==================== design 1
### M4 wires, design 1

Scale bar: 50 um.
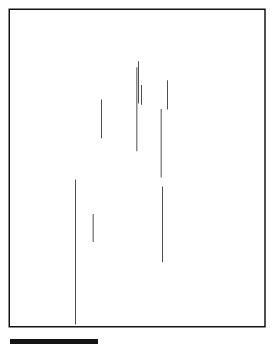

<file path="src/rtl/fc_l2_stream_decoder_if.sv">
// Bus between the layer-2 stream decoder and its host: stream input, decode control and result handshake.
// Result handshake: a result transfers on any rising clk edge where out_valid and out_ready are both high.
interface fc_l2_stream_decoder_if #(
    parameter int N        = 8,
    parameter int WIN_LOG2 = 8
);
    localparam int VW = WIN_LOG2 + 2;
    localparam int IW = (N > 1) ? $clog2(N) : 1;

    logic            start;
    logic            abort;
    logic            en;
    logic [N-1:0]    stream;
    logic            out_ready;
    logic [N*VW-1:0] val;
    logic [IW-1:0]   win_idx;
    logic            out_valid;
    logic            busy;
    logic [2:0]      dbg_state;

    modport master (
        output start, abort, en, stream, out_ready,
        input  val, win_idx, out_valid, busy, dbg_state
    );

    modport slave (
        input  start, abort, en, stream, out_ready,
        output val, win_idx, out_valid, busy, dbg_state
    );
endinterface

</file>
<file path="src/rtl/fc_l2_stream_decoder.sv">
// Accumulates N stochastic node bitstreams over a 2^WIN_LOG2 sample window, converts the counts to
// signed (bipolar) or unsigned values and scans for the winning node.
module fc_l2_stream_decoder #(
    parameter int N        = 8,
    parameter int WIN_LOG2 = 8,
    parameter int SETTLE   = 3,
    parameter bit BIPOLAR  = 1'b1
) (
    input  logic                    clk_i,
    input  logic                    init_i,
    fc_l2_stream_decoder_if.slave   bus_io
);
    localparam int L  = 1 << WIN_LOG2;
    localparam int CW = WIN_LOG2 + 1;
    localparam int VW = WIN_LOG2 + 2;
    localparam int IW = (N > 1) ? $clog2(N) : 1;
    localparam int SW = (SETTLE > 0) ? $clog2(SETTLE + 1) : 1;

    typedef enum logic [2:0] {
        S_IDLE   = 3'd0,
        S_SETTLE = 3'd1,
        S_ACCUM  = 3'd2,
        S_ARGMAX = 3'd3,
        S_DONE   = 3'd4
    } state_t;

    state_t          state_q, state_d;
    logic [SW-1:0]   settle_q;
    logic [CW-1:0]   sample_q;
    logic [CW-1:0]   ones_q [N];
    logic [IW-1:0]   scan_q;
    logic [CW-1:0]   best_q;
    logic [IW-1:0]   best_idx_q;
    logic [IW-1:0]   win_idx_q;
    logic [N*VW-1:0] val_q;

    logic [CW-1:0]   cand;
    logic            take;
    logic [CW-1:0]   scan_best;
    logic [IW-1:0]   scan_best_idx;

    function automatic logic [VW-1:0] conv(input logic [CW-1:0] ones);
        logic [VW-1:0] u;
        u = {1'b0, ones};
        if (BIPOLAR) return (u << 1) - VW'(L);
        else return u;
    endfunction

    always_comb begin
        state_d = state_q;
        case (state_q)
            S_IDLE:   if (bus_io.start) state_d = (SETTLE == 0) ? S_ACCUM : S_SETTLE;
            S_SETTLE: if (bus_io.en && settle_q == SW'(1)) state_d = S_ACCUM;
            S_ACCUM:  if (bus_io.en && sample_q == CW'(L - 1)) state_d = S_ARGMAX;
            S_ARGMAX: if (scan_q == IW'(N - 1)) state_d = S_DONE;
            S_DONE:   if (bus_io.out_ready) state_d = S_IDLE;
            default:  state_d = S_IDLE;
        endcase
        if (bus_io.abort) state_d = S_IDLE;
    end

    // Counts are monotonic in the converted value, so the scan compares raw counts.
    always_comb begin
        cand          = ones_q[scan_q];
        take          = (scan_q == '0) || (cand > best_q);
        scan_best     = take ? cand : best_q;
        scan_best_idx = take ? scan_q : best_idx_q;
    end

    always_ff @(posedge clk_i or posedge init_i) begin
        if (init_i) begin
            state_q    <= S_IDLE;
            settle_q   <= '0;
            sample_q   <= '0;
            scan_q     <= '0;
            best_q     <= '0;
            best_idx_q <= '0;
            win_idx_q  <= '0;
            val_q      <= '0;
            for (int j = 0; j < N; j++) ones_q[j] <= '0;
        end else begin
            state_q <= state_d;
            if (bus_io.abort || state_q == S_IDLE) begin
                settle_q <= (state_q == S_IDLE && bus_io.start && !bus_io.abort) ? SW'(SETTLE) : '0;
                sample_q <= '0;
                scan_q   <= '0;
                for (int j = 0; j < N; j++) ones_q[j] <= '0;
            end else begin
                case (state_q)
                    S_SETTLE: if (bus_io.en) settle_q <= settle_q - 1'b1;
                    S_ACCUM: if (bus_io.en) begin
                        sample_q <= sample_q + 1'b1;
                        for (int j = 0; j < N; j++) ones_q[j] <= ones_q[j] + CW'(bus_io.stream[j]);
                    end
                    S_ARGMAX: begin
                        scan_q     <= scan_q + 1'b1;
                        best_q     <= scan_best;
                        best_idx_q <= scan_best_idx;
                        if (scan_q == '0) begin
                            for (int j = 0; j < N; j++) val_q[j*VW +: VW] <= conv(ones_q[j]);
                        end
                        if (scan_q == IW'(N - 1)) win_idx_q <= scan_best_idx;
                    end
                    default: ;
                endcase
            end
        end
    end

    assign bus_io.val       = val_q;
    assign bus_io.win_idx   = win_idx_q;
    assign bus_io.out_valid = (state_q == S_DONE);
    assign bus_io.busy      = (state_q != S_IDLE);
    assign bus_io.dbg_state = state_q;
endmodule
</file>
<file path="src/flat_wrapper.sv">
// flat-port wrapper written by rule: the top's interface ports become plain ports
module fc_l2_stream_decoder_flat 
#(
    parameter int N        = 8,
    parameter int WIN_LOG2 = 8,
    parameter int SETTLE   = 3,
    parameter bit BIPOLAR  = 1'b1
)
  (clk_i, init_i, bus_io_start, bus_io_abort, bus_io_en, bus_io_stream, bus_io_out_ready, bus_io_val, bus_io_win_idx, bus_io_out_valid, bus_io_busy, bus_io_dbg_state);
  fc_l2_stream_decoder_if #(.N(N), .WIN_LOG2(WIN_LOG2)) bus_io_i ();
  input  logic clk_i;
  input  logic init_i;
  input wire logic [$bits(bus_io_i.start)-1:0] bus_io_start;
  input wire logic [$bits(bus_io_i.abort)-1:0] bus_io_abort;
  input wire logic [$bits(bus_io_i.en)-1:0] bus_io_en;
  input wire logic [$bits(bus_io_i.stream)-1:0] bus_io_stream;
  input wire logic [$bits(bus_io_i.out_ready)-1:0] bus_io_out_ready;
  output wire logic [$bits(bus_io_i.val)-1:0] bus_io_val;
  output wire logic [$bits(bus_io_i.win_idx)-1:0] bus_io_win_idx;
  output wire logic [$bits(bus_io_i.out_valid)-1:0] bus_io_out_valid;
  output wire logic [$bits(bus_io_i.busy)-1:0] bus_io_busy;
  output wire logic [$bits(bus_io_i.dbg_state)-1:0] bus_io_dbg_state;
  assign bus_io_i.start = bus_io_start;
  assign bus_io_i.abort = bus_io_abort;
  assign bus_io_i.en = bus_io_en;
  assign bus_io_i.stream = bus_io_stream;
  assign bus_io_i.out_ready = bus_io_out_ready;
  assign bus_io_val = bus_io_i.val;
  assign bus_io_win_idx = bus_io_i.win_idx;
  assign bus_io_out_valid = bus_io_i.out_valid;
  assign bus_io_busy = bus_io_i.busy;
  assign bus_io_dbg_state = bus_io_i.dbg_state;
  fc_l2_stream_decoder #(.N(N), .WIN_LOG2(WIN_LOG2), .SETTLE(SETTLE), .BIPOLAR(BIPOLAR)) u_core (.clk_i(clk_i), .init_i(init_i), .bus_io(bus_io_i));
endmodule
</file>
<file path="config.mk">
export PLATFORM = sky130hd
export DESIGN_NAME = fc_l2_stream_decoder_flat
export DESIGN_NICKNAME = d
export VERILOG_FILES = /design/src/rtl/fc_l2_stream_decoder_if.sv /design/src/rtl/fc_l2_stream_decoder.sv /design/src/flat_wrapper.sv
export SDC_FILE = /design/constraint.sdc
export NUM_CORES = 1
export LEC_CHECK = 0
export CORE_ASPECT_RATIO = 1.25
export CORE_MARGIN = 2
export CORE_UTILIZATION = 35
export CTS_CLUSTER_DIAMETER = 40
export CTS_CLUSTER_SIZE = 24
export DETAILED_ROUTE_END_ITERATION = 10
export MAX_ROUTING_LAYER = met4
export SLEW_MARGIN = 20
export SYNTH_ARGS = -nofsm -noshare
export SYNTH_HDL_FRONTEND = slang
export SYNTH_SLANG_ARGS = --single-unit
</file>
<file path="constraint.sdc">
create_clock -name clk_i -period 9.5 [get_ports clk_i]
set_input_delay 1.9 -clock clk_i [delete_from_list [all_inputs] [get_ports clk_i]]
set_output_delay 1.9 -clock clk_i [all_outputs]
set_load 0.01 [all_outputs]
</file>
==================== design 2
--- config.mk ---
export PLATFORM = sky130hd
export DESIGN_NAME = quadrature_decoder
export DESIGN_NICKNAME = d
export VERILOG_FILES = /design/src/rtl/quad_pkg.sv /design/src/rtl/quad_sync.sv /design/src/rtl/quadrature_decoder.sv
export SDC_FILE = /design/constraint.sdc
export NUM_CORES = 1
export LEC_CHECK = 0
export ABC_CLOCK_PERIOD_IN_PS = 4000
export CORE_ASPECT_RATIO = 2
export CORE_MARGIN = 5
export CORE_UTILIZATION = 40
export CTS_CLUSTER_DIAMETER = 50
export DETAILED_ROUTE_END_ITERATION = 10
export PLACE_DENSITY_LB_ADDON = 0.12
export SLEW_MARGIN = 20
export SYNTH_ARGS = -nofsm -noshare
export SYNTH_HDL_FRONTEND = slang
export SYNTH_SLANG_ARGS = --single-unit
--- constraint.sdc ---
create_clock -name clk -period 4 [get_ports clk]
set_input_delay 0.6 -clock clk [delete_from_list [all_inputs] [get_ports clk]]
set_output_delay 0.6 -clock clk [all_outputs]
set_load 0.01 [all_outputs]
--- src/rtl/quad_pkg.sv ---
// ============================================================================
// Module : quad_pkg
// Brief  : Shared quadrature state encodings, direction codes and CW ordering.
// Rev    : 1.0
// ============================================================================
`default_nettype none

package quad_pkg;

    typedef logic [1:0] qstate_t;

    // State encoding is {A,B}
    localparam qstate_t Q_S00 = 2'b00;
    localparam qstate_t Q_S10 = 2'b10;
    localparam qstate_t Q_S11 = 2'b11;
    localparam qstate_t Q_S01 = 2'b01;

    localparam logic DIR_CW  = 1'b1;
    localparam logic DIR_CCW = 1'b0;

    function automatic qstate_t q_next_cw(input qstate_t s);
        qstate_t n;
        case (s)
            Q_S00:   n = Q_S10;
            Q_S10:   n = Q_S11;
            Q_S11:   n = Q_S01;
            default: n = Q_S00;
        endcase
        return n;
    endfunction

endpackage

`default_nettype wire

--- src/rtl/quad_sync.sv ---
// ============================================================================
// Module : quad_sync
// Brief  : Two-flop synchronizer for one phase, plus stability filter when
//          QDEC_FILTER_EN is defined.
// Rev    : 1.0
// ============================================================================
`default_nettype none

module quad_sync #(
    parameter int FILTER_LEN = 4
) (
    input  logic clk,
    input  logic rst,
    input  logic i_raw,
    output logic o_sync
);

    logic r_meta;
    logic r_sync;

    always_ff @(posedge clk or posedge rst) begin
        if (rst) begin
            r_meta <= 1'b0;
            r_sync <= 1'b0;
        end else begin
            r_meta <= i_raw;
            r_sync <= r_meta;
        end
    end

`ifdef QDEC_FILTER_EN
    localparam logic [7:0] c_LAST = 8'(FILTER_LEN - 1);

    logic [7:0] r_cnt;
    logic       r_filt;

    // Counter runs only while raw disagrees with the filtered value; a bounce
    // back to the filtered value restarts it.
    always_ff @(posedge clk or posedge rst) begin
        if (rst) begin
            r_cnt  <= 8'd0;
            r_filt <= 1'b0;
        end else if (r_sync == r_filt) begin
            r_cnt <= 8'd0;
        end else if (r_cnt == c_LAST) begin
            r_cnt  <= 8'd0;
            r_filt <= r_sync;
        end else begin
            r_cnt <= r_cnt + 8'd1;
        end
    end

    assign o_sync = r_filt;
`else
    assign o_sync = r_sync;
`endif

endmodule

`default_nettype wire

--- src/rtl/quadrature_decoder.sv ---
// ============================================================================
// Module : quadrature_decoder
// Brief  : Quadrature A/B decoder with signed position, direction, step strobe
//          and sticky illegal-transition flag. QDEC_FILTER_EN adds a filter.
// Rev    : 1.0
// ============================================================================
`default_nettype none

module quadrature_decoder
    import quad_pkg::*;
#(
    parameter int CNT_W      = 16,
    parameter int FILTER_LEN = 4
) (
    input  logic                    clk,
    input  logic                    rst,
    input  logic                    A,
    input  logic                    B,
    input  logic                    clr,
    output logic signed [CNT_W-1:0] count,
    output logic                    dir,
    output logic                    step,
    output logic                    err
);

    // Priming spans the whole input pipeline so the state resting at the pins
    // (not the reset value of the flops) becomes the first accepted state.
`ifdef QDEC_FILTER_EN
    localparam int c_PRIME_CYC = 3 + FILTER_LEN;
`else
    localparam int c_PRIME_CYC = 3;
`endif
    localparam logic [8:0]              c_PRIME_LAST = 9'(c_PRIME_CYC - 1);
    localparam logic signed [CNT_W-1:0] c_ONE        = CNT_W'(1);

    qstate_t    w_cur;
    qstate_t    r_prev;
    logic [8:0] r_prime_cnt;
    logic       r_primed;
    logic       w_cw;
    logic       w_ccw;
    logic       w_bad;

    quad_sync #(.FILTER_LEN(FILTER_LEN)) u_sync_a (
        .clk    (clk),
        .rst    (rst),
        .i_raw  (A),
        .o_sync (w_cur[1])
    );

    quad_sync #(.FILTER_LEN(FILTER_LEN)) u_sync_b (
        .clk    (clk),
        .rst    (rst),
        .i_raw  (B),
        .o_sync (w_cur[0])
    );

    always_comb begin
        w_cw  = r_primed && (q_next_cw(r_prev) == w_cur);
        w_ccw = r_primed && (q_next_cw(w_cur) == r_prev);
        w_bad = r_primed && ((w_cur ^ r_prev) == 2'b11);
    end

    always_ff @(posedge clk or posedge rst) begin
        if (rst) begin
            r_prev      <= Q_S00;
            r_prime_cnt <= 9'd0;
            r_primed    <= 1'b0;
        end else begin
            r_prev <= w_cur;
            if (!r_primed) begin
                r_prime_cnt <= r_prime_cnt + 9'd1;
                r_primed    <= (r_prime_cnt == c_PRIME_LAST);
            end
        end
    end

    always_ff @(posedge clk or posedge rst) begin
        if (rst) begin
            count <= '0;
            dir   <= DIR_CCW;
            step  <= 1'b0;
            err   <= 1'b0;
        end else begin
            step <= w_cw | w_ccw;
            if (w_cw)
                dir <= DIR_CW;
            else if (w_ccw)
                dir <= DIR_CCW;

            // A step coinciding with clr still strobes but never reaches count.
            if (clr) begin
                count <= '0;
                err   <= 1'b0;
            end else begin
                if (w_cw)
                    count <= count + c_ONE;
                else if (w_ccw)
                    count <= count - c_ONE;
                if (w_bad)
                    err <= 1'b1;
            end
        end
    end

endmodule

`default_nettype wire

==================== design 3
--- src/rtl/alu_seq_pkg.sv ---
// alu_seq_pkg: opcodes, FSM states and ALU strobe map shared by alu_cmd_sequencer (ALU_SEQ_REPEAT_EN adds S_REPEAT)
package alu_seq_pkg;
  localparam logic [3:0] OP_NOP = 4'd0, OP_ADD = 4'd1, OP_SUB = 4'd2, OP_MULT = 4'd3;
  localparam logic [3:0] OP_AND = 4'd4, OP_OR = 4'd5, OP_XOR = 4'd6, OP_NOT = 4'd7;
  localparam logic [3:0] OP_LOAD = 4'd8, OP_ON = 4'd9, OP_OFF = 4'd10, OP_CLR = 4'd11;
  typedef enum logic [1:0] {
    S_IDLE = 2'd0,
`ifdef ALU_SEQ_REPEAT_EN
    S_REPEAT = 2'd2,
`endif
    S_ISSUE = 2'd1
  } state_t;
  localparam int SB_MULT = 0, SB_ADD = 1, SB_SUB = 2, SB_ANDD = 3, SB_ORR = 4;
  localparam int SB_XORR = 5, SB_NOTT = 6, SB_LOAD = 7, SB_ON = 8, SB_OFF = 9;
  function automatic logic [9:0] op_strobe(input logic [3:0] op);
    op_strobe = '0;
    op_strobe[SB_MULT] = op == OP_MULT;
    op_strobe[SB_ADD] = op == OP_ADD;
    op_strobe[SB_SUB] = op == OP_SUB;
    op_strobe[SB_ANDD] = op == OP_AND;
    op_strobe[SB_ORR] = op == OP_OR;
    op_strobe[SB_XORR] = op == OP_XOR;
    op_strobe[SB_NOTT] = op == OP_NOT;
    op_strobe[SB_LOAD] = op == OP_LOAD;
    op_strobe[SB_ON] = op == OP_ON;
    op_strobe[SB_OFF] = op == OP_OFF;
  endfunction
endpackage

--- src/rtl/alu_cmd_fifo.sv ---
// alu_cmd_fifo: synchronous wrap-around command FIFO with occupancy count
module alu_cmd_fifo #(
  parameter int W = 12,
  parameter int DEPTH = 4
) (
  input  logic                     clk,
  input  logic                     rst,
  input  logic                     push,
  input  logic                     pop,
  input  logic [W-1:0]             wdata,
  output logic [W-1:0]             rdata,
  output logic                     full,
  output logic                     empty,
  output logic [$clog2(DEPTH):0]   level
);
  localparam int A = $clog2(DEPTH);
  localparam int L = A + 1;
  logic [W-1:0] mem [DEPTH];
  logic [A-1:0] wp, rp;
  logic wr, rd;
  assign full = level[A];
  assign empty = level == '0;
  assign wr = push && !full;
  assign rd = pop && !empty;
  assign rdata = mem[rp];
  always_ff @(posedge clk)
    if (wr) mem[wp] <= wdata;
  always_ff @(posedge clk)
    if (!rst) begin
      wp <= '0;
      rp <= '0;
      level <= '0;
    end else begin
      wp <= wp + A'(wr);
      rp <= rp + A'(rd);
      level <= level + L'(wr) - L'(rd);
    end
endmodule

--- src/rtl/alu_cmd_sequencer.sv ---
// alu_cmd_sequencer: FIFO-buffered one-hot command issue to the accumulator ALU with tagged result capture; ALU_SEQ_REPEAT_EN adds per-command repeat
module alu_cmd_sequencer
  import alu_seq_pkg::*;
#(
  parameter int N = 8,
  parameter int DEPTH = 4
) (
  input  logic                   clk,
  input  logic                   rst,
  input  logic                   cmd_valid,
  output logic                   cmd_ready,
  input  logic [3:0]             cmd_op,
  input  logic [N-1:0]           cmd_data,
`ifdef ALU_SEQ_REPEAT_EN
  input  logic [3:0]             cmd_rep,
`endif
  output logic [N-1:0]           alu_in,
  output logic                   alu_add,
  output logic                   alu_sub,
  output logic                   alu_mult,
  output logic                   alu_andd,
  output logic                   alu_orr,
  output logic                   alu_nott,
  output logic                   alu_xorr,
  output logic                   alu_load,
  output logic                   alu_on,
  output logic                   alu_off,
  output logic                   alu_rst,
  input  logic [N-1:0]           alu_out,
  output logic                   res_valid,
  output logic [N-1:0]           res_data,
  output logic [3:0]             res_op,
  output logic                   pwr,
  output logic                   err,
  output logic [$clog2(DEPTH):0] level
);
`ifdef ALU_SEQ_REPEAT_EN
  localparam int W = N + 8;
`else
  localparam int W = N + 4;
`endif
  state_t state, state_n;
  logic [W-1:0] wdata, rdata;
  logic full, empty, pop, issue, legal, busy;
  logic [9:0] strobe;
  logic [3:0] cur_op, head_op;
  logic [N-1:0] head_data;
  assign cmd_ready = !full;
  assign head_op = rdata[N+3:N];
  assign head_data = rdata[N-1:0];
  assign legal = head_op <= OP_CLR;
  assign busy = state != S_IDLE;
  assign {alu_off, alu_on, alu_load, alu_nott, alu_xorr, alu_orr, alu_andd, alu_sub, alu_add, alu_mult} = strobe;
`ifdef ALU_SEQ_REPEAT_EN
  logic [3:0] rcnt, rem;
  logic last;
  assign wdata = {cmd_rep, cmd_op, cmd_data};
  assign rem = state == S_REPEAT ? rcnt : rdata[W-1:N+4];
  assign last = !legal || rem == 4'd0;
  always_ff @(posedge clk)
    rcnt <= !rst ? 4'd0 : state_n == S_REPEAT ? rem - 4'd1 : rcnt;
`else
  assign wdata = {cmd_op, cmd_data};
`endif
  alu_cmd_fifo #(.W(W), .DEPTH(DEPTH)) u_fifo (
    .clk(clk), .rst(rst), .push(cmd_valid), .pop(pop), .wdata(wdata), .rdata(rdata),
    .full(full), .empty(empty), .level(level)
  );
  always_ff @(posedge clk)
    state <= !rst ? S_IDLE : state_n;
  always_comb begin
    issue = !empty && legal;
`ifdef ALU_SEQ_REPEAT_EN
    pop = !empty && last;
    state_n = !issue ? S_IDLE : last ? S_ISSUE : S_REPEAT;
`else
    pop = !empty;
    state_n = issue ? S_ISSUE : S_IDLE;
`endif
  end
  always_ff @(posedge clk)
    if (!rst) begin
      strobe <= '0;
      alu_in <= '0;
      alu_rst <= 1'b1;
      cur_op <= OP_NOP;
      res_valid <= 1'b0;
      res_data <= '0;
      res_op <= '0;
      pwr <= 1'b1;
      err <= 1'b0;
    end else begin
      strobe <= issue ? op_strobe(head_op) : '0;
      alu_rst <= issue && head_op == OP_CLR;
      alu_in <= issue ? head_data : alu_in;
      cur_op <= issue ? head_op : cur_op;
      res_valid <= busy;
      res_data <= busy ? alu_out : res_data;
      res_op <= busy ? cur_op : res_op;
      pwr <= !busy ? pwr : cur_op == OP_OFF ? 1'b0 : (cur_op == OP_ON || cur_op == OP_CLR) ? 1'b1 : pwr;
      err <= err || (!empty && !legal);
    end
endmodule

--- config.mk ---
export PLATFORM = sky130hd
export DESIGN_NAME = alu_cmd_sequencer
export DESIGN_NICKNAME = d
export VERILOG_FILES = /design/src/rtl/alu_seq_pkg.sv /design/src/rtl/alu_cmd_fifo.sv /design/src/rtl/alu_cmd_sequencer.sv
export SDC_FILE = /design/constraint.sdc
export NUM_CORES = 1
export LEC_CHECK = 0
export CELL_PAD_IN_SITES_DETAIL_PLACEMENT = 0
export CELL_PAD_IN_SITES_GLOBAL_PLACEMENT = 1
export CORE_ASPECT_RATIO = 1.2
export CORE_MARGIN = 2
export CORE_UTILIZATION = 39
export DETAILED_ROUTE_END_ITERATION = 6
export PLACE_DENSITY = 0.79
export SYNTH_ARGS = -nofsm -noshare
export SYNTH_HDL_FRONTEND = slang
export SYNTH_SLANG_ARGS = --single-unit
export TNS_END_PERCENT = 20
--- constraint.sdc ---
create_clock -name clk -period 2.4 [get_ports clk]
set_input_delay 0.48 -clock clk [delete_from_list [all_inputs] [get_ports clk]]
set_output_delay 0.48 -clock clk [all_outputs]
set_load 0.05 [all_outputs]
### Where the registers sit, design 2

Scale bar: 20 um.
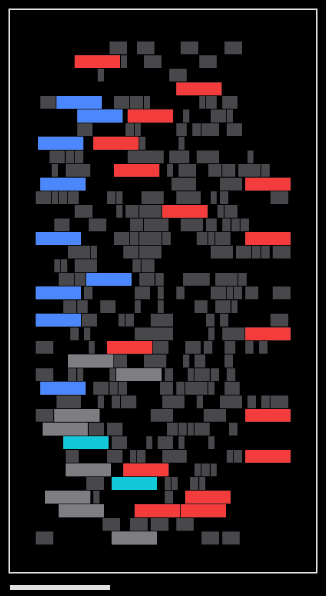
| netlist name | color | placed flops |
|---|---|---|
| count | red | 16 |
| r_prev | cyan | 2 |
| r_prime_cnt | blue | 9 |
register area: 876 um^2
Core Util, Final: 0.481
flop share of the area: 0.354

==> impl_metrics.yaml, design 2 <==
# generated from flow reports
outcome:
  outcome: "complete, no violations"
critical_path:
  slowest_delay_ns: 0.70
  startpoint_type: "flip-flop"
  ff2ff_setup_slack_ns: 0.71
die:
  design.core.area_um2: 5140
  die_height_um: 112
  chipWidth_um: 61.2
sta:
  final.setup.worst_slack_ns: 0.713
  setup_viol: 0
synth:
  aoi_share: 0.173
  synth_top_flop_cell: "dfrtp_1"
  syn_inst: 216
  edf_count: 0
  yosysTopAreaCellShare: 0.418
clocking:
  htreeDepth: 2
  clk_pin_slew_ns: 0.08
  cts_resized: 0
layout:
  most-common-layout-cells: "nand2_1 (35), dfrtp_1 (35), a21oi_1 (24)"
power:
  vdd_drop_max_mv: 0.397
  power_mw: 1.82
worst_hold_path:
  min_path_type: "flip-flop to flip-flop"
==> design 2: layout make-up <==
type / instances / area [um^2]
repair buffers: 25 / 245
multi-input cells: 168 / 1170
inverters: 7 / 26.3
flip-flops and latches: 35 / 876
clock buffers: 6 / 82.6
clock inverters: 1 / 5.00
well taps: 58 / 72.6
fillers: 491 / 2670
==> design 2: power by group <==
group	switching, mW	total, mW	internal, mW
combinational	0.557	1.06	0.499
sequential	0.0754	0.504	0.428
clock	0.129	0.264	0.135
total	0.761	1.82	1.06
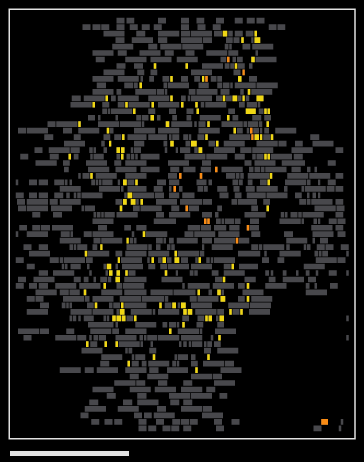
*Gate families picked out, design 1*
Scale bar: 50 um.
| family | color | cells | most used |
|---|---|---|---|
| NOR gates | yellow | 116 | nor2_1 |
| inverters | orange | 15 | inv_1 |
leading cell type in the layout, fill and taps excluded: dfrtp_1
final std cells w/o fill: 1195
combinational share of cell area: 0.383

### Cells colored by class, design 1

Scale bar: 50 um. Fill, decap, tap and diode cells in gray.
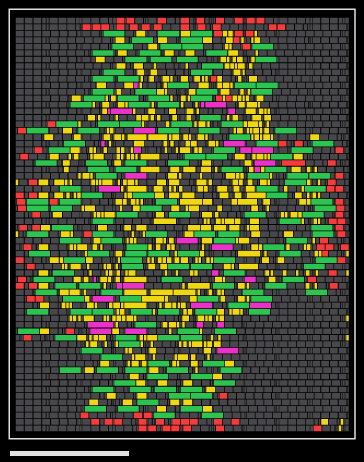
| class | color | cells | share of their area |
|---|---|---|---|
| flops | green | 176 | 44% |
| all other logic | yellow | 558 | 40% |
| clock drivers and dummy loads | magenta | 32 | 5.6% |
| other buffers and delay cells | red | 99 | 9.9% |
cell area after layout: 10400 um^2
core area: 24400 um^2
Core Util, Final: 0.427
row cnt: 64

## Picture notes: 'M4 wires' of design 1
main direction: vertical
longest straight run: 82.3 um
nets with wire on the layer: 5

==> impl_metrics.yaml, design 1 <==
# generated from flow reports
outcome:
  outcome: "complete, no violations"
sta:
  hold_viol: 0
  slew_headroom: 0.285
drt:
  vias_per_cell: 5.03
  wl_met3_um: 694
  drc: 0
  ant_nets: 0
  wl_met2_um: 9600
placed_design:
  dp_hpwl_um: 13700
  io_buffer_count: 93
critical_path:
  ff2ff_path_depth: 8
  ff2ff_setup_slack_ns: 5.36
  startpoint_type: "flip-flop"
  cp_num_buf_inv: 0
global_route:
  busiest_layer: "met2"
  grt_use_met2: 0.253
  grtUsageMet1: 0.232
clocking:
  post_cts_buffers: 0
  clkSinkCount: 176
  cts_buffers: 17
synth:
  synth-adder-area-share: 0.0448
  synth_area_per_cell_um2: 11.2
  common_cells: "dfrtp_1 (176), nand2_1 (98), nor2_1 (79)"
  synthArstFlopShare: 1.00
  ys_ff: 176
  aoi_share: 0.0513
power:
  power_density_nw_per_um2: 153
die:
  dieArea_um2: 26000
layout:
  drive_above_1_share: 0.148
[design 1: state kept, by name, summed over array words and instances, names as in the netlist]
register                 flops
u_core.bus_io.dbg_state      3
u_core.scan_q                3
u_core.best_q                9
u_core.best_idx_q            3
u_core.ones_q               72
u_core.bus_io.win_idx        3
u_core.settle_q              2
u_core.sample_q              9
u_core.bus_io.val           72
[design 1: cell type report]
type	instances	area (um^2)	area share
clock buffers	21	460	0.0441
clock inverters	11	104	0.00996
inverters	15	61.3	0.00588
flip-flops and latches	176	4400	0.422
well taps	330	413	0.0396
multi-input cells	543	3990	0.383
repair buffers	99	996	0.0955
### Cells colored by class, design 3

Scale bar: 20 um. Fill, decap, tap and diode cells in gray.
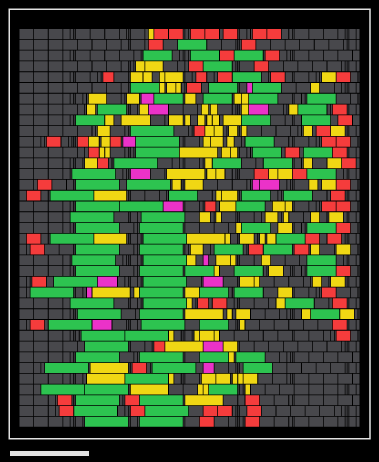
| class | color | cells | share of their area |
|---|---|---|---|
| clock drivers and dummy loads | magenta | 16 | 3.8% |
| other buffers and delay cells | red | 70 | 16% |
| all other logic | yellow | 126 | 25% |
| flops | green | 94 | 55% |

==> impl_metrics.yaml, design 3 <==
# generated from flow reports
clocking:
  clkSinkCount: 94
  tritoncts: "done"
  ctsHoldBuffers: 0
synth:
  yosys_area_um2: 3520
  syn_nets: 261
drt:
  drt_pass1_iterations: 4
  wl_met1_um: 2550
power:
  maxPowerGroup: "sequential cells"
  power.internal_mw: 3.22
  clkPwrFrac: 0.172
  power_mw: 5.16
  p_leak_nw: 1.60
outcome:
  outcome: "complete, no violations"
global_route:
  antenna_found_initial: 0
die:
  core.rowCount: 37
## design 3: sequential cells by signal, summed over array words and instances, names as in the netlist, 2 cells and up
signal and flops:
alu_in 8, cur_op 4, res_data 8, res_op 4, strobe 10, u_fifo.level 3, u_fifo.mem 48, u_fifo.rp 2
u_fifo.wp 2
## design 3: worst max-delay path, delay by kind of cell, from the launching register on
kind                       cells  cell delay [ns]
DFF                            1             0.38
and+or+nand+nor                2             0.37
buffers and inverters          3             0.24
adders and majority gates      3             0.79
xor gates and xnor gates       2             0.27

==> notes/layouts.md <==
Pictures saved along the way, in no particular order.

Metal layers overlaid.
Plate I
Scale bar: 50 um.
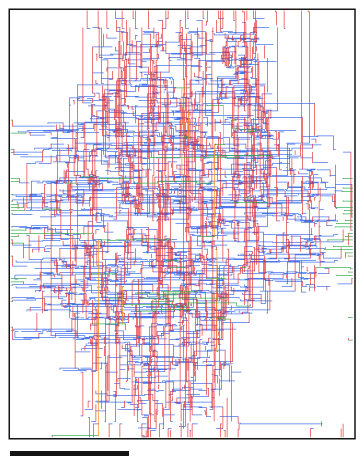
Plate II
Scale bar: 20 um.
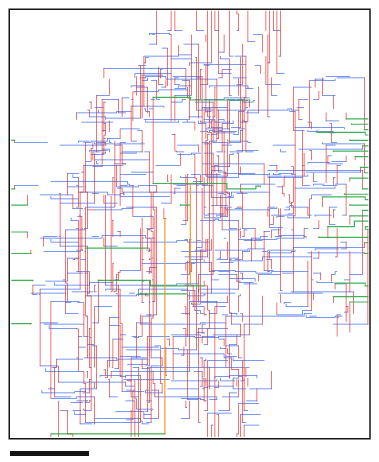
Plate III
Scale bar: 20 um.
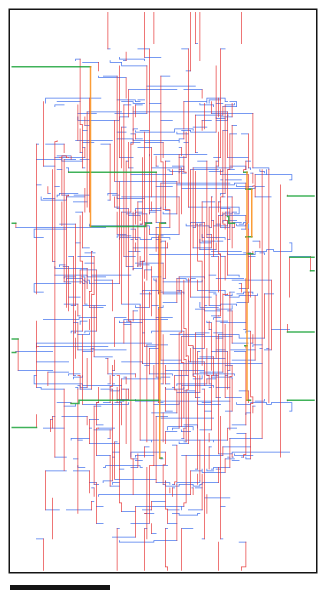
- least wire: Plate III
- largest die: Plate I
Plate I -> design 1
Plate II -> design 3
Plate III -> design 2


==================== design 4
--- src/rtl/sea_round_ctrl.sv ---
// rtl/sea_round_ctrl.sv - SEA block-cipher round sequencer driving an external single-round datapath
//
// Purpose:
//   Sequences NR rounds of the SEA cipher over an external combinational round
//   datapath. A block is captured on start and then iterated one round per clock
//   through rnd_l/rnd_r/rnd_k -> rnd_lo/rnd_ro/rnd_ko. The final round's output is
//   latched into lo/ro and announced with a one-cycle done pulse. This block does
//   no arithmetic on the data words; it only steers and registers them.
//
// Ports:
//   clk, rst_n          - clock, synchronous active-low reset
//   start, mode         - block request (taken only while ready) and enc/dec select
//   li, ri, ki          - input halves and key, captured with start
//   ready, busy         - IDLE indicator / RUN-or-DONE indicator
//   rnd_l, rnd_r, rnd_k - current state/key registers to the round datapath
//   rnd_lo, rnd_ro,
//   rnd_ko              - next state/key from the round datapath
//   rnd_en, rnd_dec     - round-apply strobe and latched direction
//   rnd_idx, key_swap   - current round index, key-schedule half-swap round flag
//   lo, ro, done        - result of the last completed block and its valid pulse

module sea_round_ctrl #(
  parameter int NR = 104
) (
  input  logic        clk,
  input  logic        rst_n,
  input  logic        start,
  input  logic        mode,
  input  logic [47:0] li,
  input  logic [47:0] ri,
  input  logic [47:0] ki,
  output logic        ready,
  output logic        busy,
  output logic [47:0] rnd_l,
  output logic [47:0] rnd_r,
  output logic [47:0] rnd_k,
  input  logic [47:0] rnd_lo,
  input  logic [47:0] rnd_ro,
  input  logic [47:0] rnd_ko,
  output logic        rnd_en,
  output logic        rnd_dec,
  output logic [6:0]  rnd_idx,
  output logic        key_swap,
  output logic [47:0] lo,
  output logic [47:0] ro,
  output logic        done
);

  typedef enum logic [1:0] {
    S_IDLE = 2'd0,
    S_RUN  = 2'd1,
    S_DONE = 2'd2
  } state_t;

  // Round index is only ever compared at 7 bits.
  localparam logic [6:0] LAST_IDX = 7'(NR - 1);
  localparam logic [6:0] SWAP_IDX = 7'(NR / 2);

  state_t      state_q, state_d;
  logic [47:0] l_q, l_d;
  logic [47:0] r_q, r_d;
  logic [47:0] k_q, k_d;
  logic [47:0] lo_q, lo_d;
  logic [47:0] ro_q, ro_d;
  logic [6:0]  idx_q, idx_d;
  logic        dec_q, dec_d;
  logic        en_q, en_d;
  logic        swap_q, swap_d;
  logic        done_q, done_d;
  logic        ready_q, ready_d;
  logic        busy_q, busy_d;

  always_comb begin
    state_d = state_q;
    l_d     = l_q;
    r_d     = r_q;
    k_d     = k_q;
    lo_d    = lo_q;
    ro_d    = ro_q;
    idx_d   = idx_q;
    dec_d   = dec_q;

    case (state_q)
      S_IDLE: begin
        if (start) begin
          l_d     = li;
          r_d     = ri;
          k_d     = ki;
          dec_d   = mode;
          idx_d   = 7'd0;
          state_d = S_RUN;
        end
      end
      S_RUN: begin
        // Every RUN edge applies one round, including the last one.
        l_d = rnd_lo;
        r_d = rnd_ro;
        k_d = rnd_ko;
        if (idx_q == LAST_IDX) begin
          // Index parks at NR-1; it is only cleared on the way out of DONE.
          lo_d    = rnd_lo;
          ro_d    = rnd_ro;
          state_d = S_DONE;
        end else begin
          idx_d = idx_q + 7'd1;
        end
      end
      S_DONE: begin
        idx_d   = 7'd0;
        state_d = S_IDLE;
      end
      default: begin
        state_d = S_IDLE;
      end
    endcase

    // Status outputs are registered, so they are derived from the next state.
    ready_d = (state_d == S_IDLE);
    busy_d  = (state_d != S_IDLE);
    en_d    = (state_d == S_RUN);
    swap_d  = (state_d == S_RUN) && (idx_d == SWAP_IDX);
    done_d  = (state_d == S_DONE);
  end

  always_ff @(posedge clk) begin
    if (!rst_n) begin
      state_q <= S_IDLE;
      l_q     <= 48'd0;
      r_q     <= 48'd0;
      k_q     <= 48'd0;
      lo_q    <= 48'd0;
      ro_q    <= 48'd0;
      idx_q   <= 7'd0;
      dec_q   <= 1'b0;
      en_q    <= 1'b0;
      swap_q  <= 1'b0;
      done_q  <= 1'b0;
      ready_q <= 1'b1;
      busy_q  <= 1'b0;
    end else begin
      state_q <= state_d;
      l_q     <= l_d;
      r_q     <= r_d;
      k_q     <= k_d;
      lo_q    <= lo_d;
      ro_q    <= ro_d;
      idx_q   <= idx_d;
      dec_q   <= dec_d;
      en_q    <= en_d;
      swap_q  <= swap_d;
      done_q  <= done_d;
      ready_q <= ready_d;
      busy_q  <= busy_d;
    end
  end

  assign ready    = ready_q;
  assign busy     = busy_q;
  assign rnd_l    = l_q;
  assign rnd_r    = r_q;
  assign rnd_k    = k_q;
  assign rnd_en   = en_q;
  assign rnd_dec  = dec_q;
  assign rnd_idx  = idx_q;
  assign key_swap = swap_q;
  assign lo       = lo_q;
  assign ro       = ro_q;
  assign done     = done_q;

endmodule

--- config.mk ---
export PLATFORM = sky130hd
export DESIGN_NAME = sea_round_ctrl
export DESIGN_NICKNAME = d
export VERILOG_FILES = /design/src/rtl/sea_round_ctrl.sv
export SDC_FILE = /design/constraint.sdc
export NUM_CORES = 1
export LEC_CHECK = 0
export ABC_AREA = 0
export CAP_MARGIN = 10
export CORE_AREA = 2 2 214 216
export DETAILED_ROUTE_END_ITERATION = 10
export DIE_AREA = 0 0 216 218
export PLACE_DENSITY_LB_ADDON = 0.05
export SLEW_MARGIN = 20
export SYNTH_ARGS = -nofsm -noshare
export SYNTH_HDL_FRONTEND = slang
export SYNTH_SLANG_ARGS = --single-unit
--- constraint.sdc ---
create_clock -name clk -period 4.7 [get_ports clk]
set_clock_uncertainty 0.05 [all_clocks]
set_input_delay 0.705 -clock clk [delete_from_list [all_inputs] [get_ports clk]]
set_output_delay 0.705 -clock clk [all_outputs]
set_load 0.005 [all_outputs]
==================== design 5
===== src/rtl/alu_share_ctrl_if.sv =====
// Requester and response channels of the shared-ALU controller.
// The controller side uses the slave modport; requesters/consumers use master.
interface alu_share_ctrl_if #(
  parameter int NREQ = 4,
  parameter int W    = 16,
  parameter int IDW  = $clog2(NREQ)
);
  logic [NREQ-1:0]   req_valid;
  logic [NREQ-1:0]   req_ready;
  logic [NREQ*W-1:0] req_a;
  logic [NREQ*W-1:0] req_b;
  logic [NREQ*4-1:0] req_op;
  logic              rsp_valid;
  logic              rsp_ready;
  logic [W-1:0]      rsp_data;
  logic [IDW-1:0]    rsp_id;
  logic              rsp_err;

  modport master (
    output req_valid, req_a, req_b, req_op, rsp_ready,
    input  req_ready, rsp_valid, rsp_data, rsp_id, rsp_err
  );

  modport slave (
    input  req_valid, req_a, req_b, req_op, rsp_ready,
    output req_ready, rsp_valid, rsp_data, rsp_id, rsp_err
  );
endinterface


===== src/rtl/alu_share_ctrl.sv =====
// Round-robin arbiter sharing one ALU among NREQ requesters (IDLE -> EXEC -> RESP).
// Optional macro ALU_SHARE_OPCHK_EN: illegal opcodes are suppressed and flagged via rsp_err.
module alu_share_ctrl #(
  parameter int NREQ = 4,
  parameter int W    = 16,
  parameter int IDW  = $clog2(NREQ)
) (
  input  logic                clk,
  input  logic                rst,
  alu_share_ctrl_if.slave     bus,
  output logic [W-1:0]        alu_a,
  output logic [W-1:0]        alu_b,
  output logic [3:0]          alu_control,
  input  logic [W-1:0]        alu_result,
  output logic                busy
);

  typedef enum logic [1:0] {IDLE, EXEC, RESP} state_e;

  state_e         state_q, state_d;
  logic [IDW-1:0] rr_ptr_q, rr_ptr_d;
  logic [W-1:0]   op_a_q, op_a_d, op_b_q, op_b_d;
  logic [3:0]     op_code_q, op_code_d;
  logic [IDW-1:0] op_id_q, op_id_d;
  logic           op_ill_q, op_ill_d;
  logic [W-1:0]   rsp_data_q, rsp_data_d;
  logic [IDW-1:0] rsp_id_q, rsp_id_d;
  logic           rsp_err_q, rsp_err_d;

  logic           win_found;
  logic [IDW-1:0] win_id;
  logic [IDW-1:0] cand;
  int             sum;
  logic [W-1:0]   sel_a, sel_b;
  logic [3:0]     sel_op;
  logic           sel_ill;
  logic [NREQ-1:0] req_ready_c;

  // First pending requester after rr_ptr, wrapping modulo NREQ.
  always_comb begin
    win_found = 1'b0;
    win_id    = '0;
    sum       = 0;
    cand      = '0;
    for (int i = 1; i <= NREQ; i++) begin
      sum = int'(rr_ptr_q) + i;
      if (sum >= NREQ) sum = sum - NREQ;
      cand = IDW'(sum);
      if (!win_found && bus.req_valid[cand]) begin
        win_found = 1'b1;
        win_id    = cand;
      end
    end
  end

  assign sel_a  = bus.req_a[int'(win_id)*W +: W];
  assign sel_b  = bus.req_b[int'(win_id)*W +: W];
  assign sel_op = bus.req_op[int'(win_id)*4 +: 4];

`ifdef ALU_SHARE_OPCHK_EN
  assign sel_ill = !(sel_op inside {4'b0001, 4'b0010, 4'b0011, 4'b0100});
`else
  assign sel_ill = 1'b0;
`endif

  always_comb begin
    state_d     = state_q;
    rr_ptr_d    = rr_ptr_q;
    op_a_d      = op_a_q;
    op_b_d      = op_b_q;
    op_code_d   = op_code_q;
    op_id_d     = op_id_q;
    op_ill_d    = op_ill_q;
    rsp_data_d  = rsp_data_q;
    rsp_id_d    = rsp_id_q;
    rsp_err_d   = rsp_err_q;
    req_ready_c = '0;
    case (state_q)
      IDLE: begin
        if (win_found) begin
          req_ready_c[win_id] = 1'b1;
          op_a_d    = sel_a;
          op_b_d    = sel_b;
          op_code_d = sel_op;
          op_id_d   = win_id;
          op_ill_d  = sel_ill;
          rr_ptr_d  = win_id;
          state_d   = EXEC;
        end
      end
      EXEC: begin
        rsp_data_d = op_ill_q ? '0 : alu_result;
        rsp_id_d   = op_id_q;
        rsp_err_d  = op_ill_q;
        state_d    = RESP;
      end
      RESP: begin
        if (bus.rsp_ready) state_d = IDLE;
      end
      default: state_d = IDLE;
    endcase
  end

  // ALU sees a NOP except during a legal operation's EXEC cycle.
  always_comb begin
    alu_a       = '0;
    alu_b       = '0;
    alu_control = 4'b0000;
    if (state_q == EXEC && !op_ill_q) begin
      alu_a       = op_a_q;
      alu_b       = op_b_q;
      alu_control = op_code_q;
    end
  end

  always_ff @(posedge clk) begin
    if (rst) begin
      state_q    <= IDLE;
      rr_ptr_q   <= IDW'(NREQ - 1);
      op_a_q     <= '0;
      op_b_q     <= '0;
      op_code_q  <= 4'b0000;
      op_id_q    <= '0;
      op_ill_q   <= 1'b0;
      rsp_data_q <= '0;
      rsp_id_q   <= '0;
      rsp_err_q  <= 1'b0;
    end else begin
      state_q    <= state_d;
      rr_ptr_q   <= rr_ptr_d;
      op_a_q     <= op_a_d;
      op_b_q     <= op_b_d;
      op_code_q  <= op_code_d;
      op_id_q    <= op_id_d;
      op_ill_q   <= op_ill_d;
      rsp_data_q <= rsp_data_d;
      rsp_id_q   <= rsp_id_d;
      rsp_err_q  <= rsp_err_d;
    end
  end

  assign bus.req_ready = rst ? '0 : req_ready_c;
  assign bus.rsp_valid = (state_q == RESP);
  assign bus.rsp_data  = rsp_data_q;
  assign bus.rsp_id    = rsp_id_q;
  assign bus.rsp_err   = rsp_err_q;
  assign busy          = (state_q != IDLE);

endmodule


===== src/flat_wrapper.sv =====
// flat-port wrapper written by rule: the top's interface ports become plain ports
module alu_share_ctrl_flat 
#(
  parameter int NREQ = 4,
  parameter int W    = 16,
  parameter int IDW  = $clog2(NREQ)
)
  (clk, rst, alu_a, alu_b, alu_control, alu_result, busy, bus_req_valid, bus_req_a, bus_req_b, bus_req_op, bus_rsp_ready, bus_req_ready, bus_rsp_valid, bus_rsp_data, bus_rsp_id, bus_rsp_err);
  alu_share_ctrl_if #(.NREQ(NREQ), .W(W), .IDW(IDW)) bus_i ();
  input  logic clk;
  input  logic rst;
  output logic [W-1:0] alu_a;
  output logic [W-1:0] alu_b;
  output logic [3:0] alu_control;
  input  logic [W-1:0] alu_result;
  output logic busy;
  input wire logic [$bits(bus_i.req_valid)-1:0] bus_req_valid;
  input wire logic [$bits(bus_i.req_a)-1:0] bus_req_a;
  input wire logic [$bits(bus_i.req_b)-1:0] bus_req_b;
  input wire logic [$bits(bus_i.req_op)-1:0] bus_req_op;
  input wire logic [$bits(bus_i.rsp_ready)-1:0] bus_rsp_ready;
  output wire logic [$bits(bus_i.req_ready)-1:0] bus_req_ready;
  output wire logic [$bits(bus_i.rsp_valid)-1:0] bus_rsp_valid;
  output wire logic [$bits(bus_i.rsp_data)-1:0] bus_rsp_data;
  output wire logic [$bits(bus_i.rsp_id)-1:0] bus_rsp_id;
  output wire logic [$bits(bus_i.rsp_err)-1:0] bus_rsp_err;
  assign bus_i.req_valid = bus_req_valid;
  assign bus_i.req_a = bus_req_a;
  assign bus_i.req_b = bus_req_b;
  assign bus_i.req_op = bus_req_op;
  assign bus_i.rsp_ready = bus_rsp_ready;
  assign bus_req_ready = bus_i.req_ready;
  assign bus_rsp_valid = bus_i.rsp_valid;
  assign bus_rsp_data = bus_i.rsp_data;
  assign bus_rsp_id = bus_i.rsp_id;
  assign bus_rsp_err = bus_i.rsp_err;
  alu_share_ctrl #(.NREQ(NREQ), .W(W), .IDW(IDW)) u_core (.clk(clk), .rst(rst), .bus(bus_i), .alu_a(alu_a), .alu_b(alu_b), .alu_control(alu_control), .alu_result(alu_result), .busy(busy));
endmodule

===== config.mk =====
export PLATFORM = sky130hd
export DESIGN_NAME = alu_share_ctrl_flat
export DESIGN_NICKNAME = d
export VERILOG_FILES = /design/src/rtl/alu_share_ctrl_if.sv /design/src/rtl/alu_share_ctrl.sv /design/src/flat_wrapper.sv
export SDC_FILE = /design/constraint.sdc
export NUM_CORES = 1
export LEC_CHECK = 0
export ABC_AREA = 1
export CORE_MARGIN = 2
export CORE_UTILIZATION = 37
export CTS_BUF_LIST = sky130_fd_sc_hd__clkbuf_4
export DETAILED_ROUTE_END_ITERATION = 12
export GPL_TIMING_DRIVEN = 0
export PLACE_DENSITY_LB_ADDON = 0.12
export SLEW_MARGIN = 10
export SYNTH_ARGS = -nofsm -noshare
export SYNTH_HDL_FRONTEND = slang
export SYNTH_SLANG_ARGS = --single-unit

===== constraint.sdc =====
create_clock -name clk -period 2.4 [get_ports clk]
set_clock_uncertainty 0.2 [all_clocks]
set_input_delay 0.6 -clock clk [delete_from_list [all_inputs] [get_ports clk]]
set_output_delay 0.6 -clock clk [all_outputs]
set_load 0.05 [all_outputs]

### M4 wires, design 4

Scale bar: 50 um.
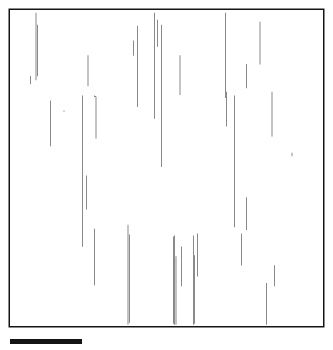
main direction: vertical
longest straight run: 104 um
wire length on this layer: 1420 um
nets with wire on the layer: 24
via count: 10800
Routed WL: 45900 um

==> impl_metrics.yaml, design 4 <==
# generated from flow reports
critical_path:
  ff2ff_path_depth: 6
  crit_path_max_fanout: 72
sta:
  holdWs_ns: 0.410
  slew_headroom: 0.379
outcome:
  outcome: "complete, no violations"
synth:
  logic_family: "simple AND/OR/NAND/NOR gates"
  yosysTopAreaCell: "dfxtp_1"
  synth_top_flop_cell: "dfxtp_1"
die:
  io_pins: 545
power:
  p_switching_mw: 1.44
  switching_share: 0.248
layout:
  final_layout_top_logic_cell: "clkdlybuf4s50_1"
  stdcell_count: 2387
clocking:
  cts.root.buffer_cell: "clkbuf_16"
placed_design:
  placed_cell_area_um2: 16500
run:
  max-cap-violations: 0
-- design 4: power by group through the flow --
stage	registers (mW)	clock network, mW	logic [mW]
after floorplan	2.39	0	0.328
after global placement	2.38	0	0.944
after detailed placement	2.39	0	0.941
after CTS	2.34	2.63	0.947
after global routing	2.36	2.72	1.01
final	2.34	2.53	0.931
-- design 4: tightest hold or removal path: stages (launching register included) --
cell and delay [ns]:
dfxtp_1 0.30, nand2_1 0.05, a21boi_0 0.06
### Placed standard cells, design 5

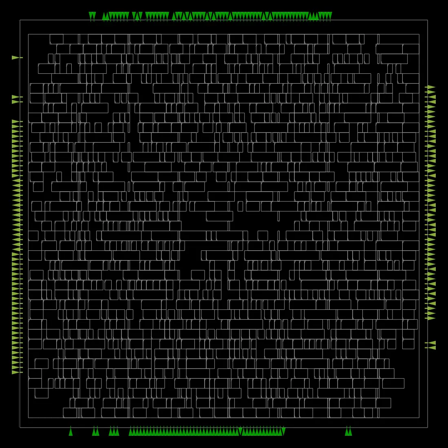
Core Util, Final: 0.690
Well Taps: 143
row cnt: 39

==> impl_metrics.yaml, design 5 <==
# generated from flow reports
global_route:
  track_usage: 0.236
layout:
  flop_area_um2: 1210
  buf_share: 0.378
  stdcell_count: 1171
synth:
  common_cells: "inv_1 (161), nand2_1 (152), nor2_1 (110)"
  synth-adder-area-share: 0
  area_leaders: "dfxtp_1 (27%), inv_1 (14%), nand2_1 (13%)"
sta:
  setup_viol: 19
  final.setup.worst_slack_ns: -0.661
outcome:
  failed_checks: "negative setup slack"
  outcome: "complete, but fails checks"
drt:
  drc: 0
clocking:
  cts.root.buffer_cell: "clkbuf_4"
  clkSinkCount: 60
  clock_latency_ns: 0.42
  cts_resized: 292
critical_path:
  timing_worst_setup_path_type: "flip-flop to output port"
power:
  power.internal_mw: 6.12
[design 5: per-layer routing]
metal  GRT usage  part of all wire
met1       0.298              0.43
met2       0.416              0.49
met3      0.0482             0.061
met4      0.0512             0.014
met5           0                 0
[design 5: flip-flops by register name, summed over array words and instances, names as in the netlist]
name and flops:
u_core.bus.rsp_data 16, u_core.op_a_q 16, u_core.op_b_q 16, u_core.op_code_q 4, u_core.bus.rsp_id 2, u_core.op_id_q 2
u_core.rr_ptr_q 2, u_core.state_q 2


==> notes/layouts.md <==
Pictures saved along the way, in no particular order.

Gate families picked out.
picture 1
Scale bar: 20 um.
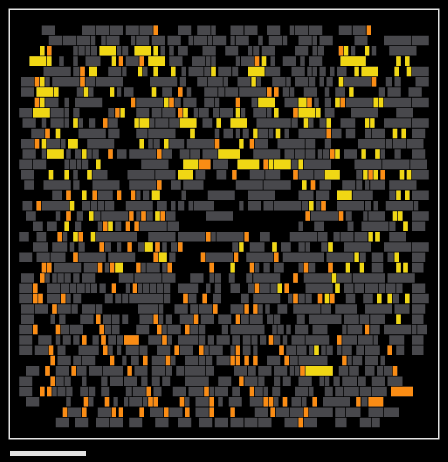
picture 2
Scale bar: 20 um.
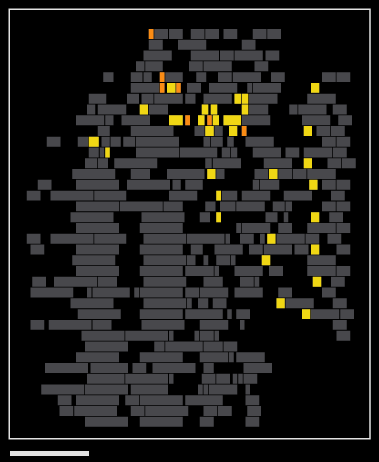
picture 3
Scale bar: 20 um.
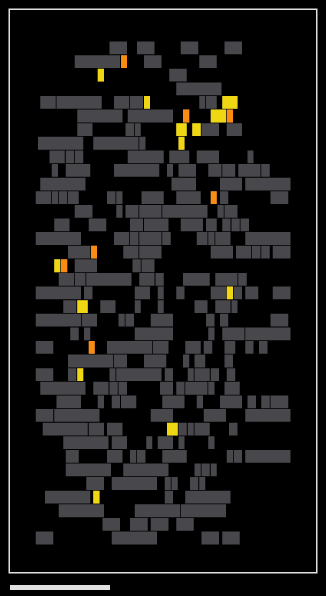
picture 4
Scale bar: 50 um.
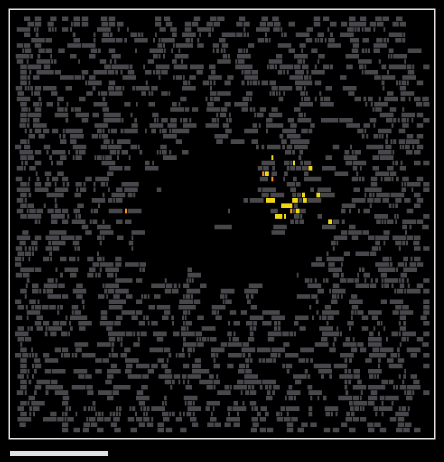
- design 3 = picture 2
- design 5 = picture 1
- design 2 = picture 3
- design 4 = picture 4

Power figures rest on the tool's default switching activity, not on a simulated workload.
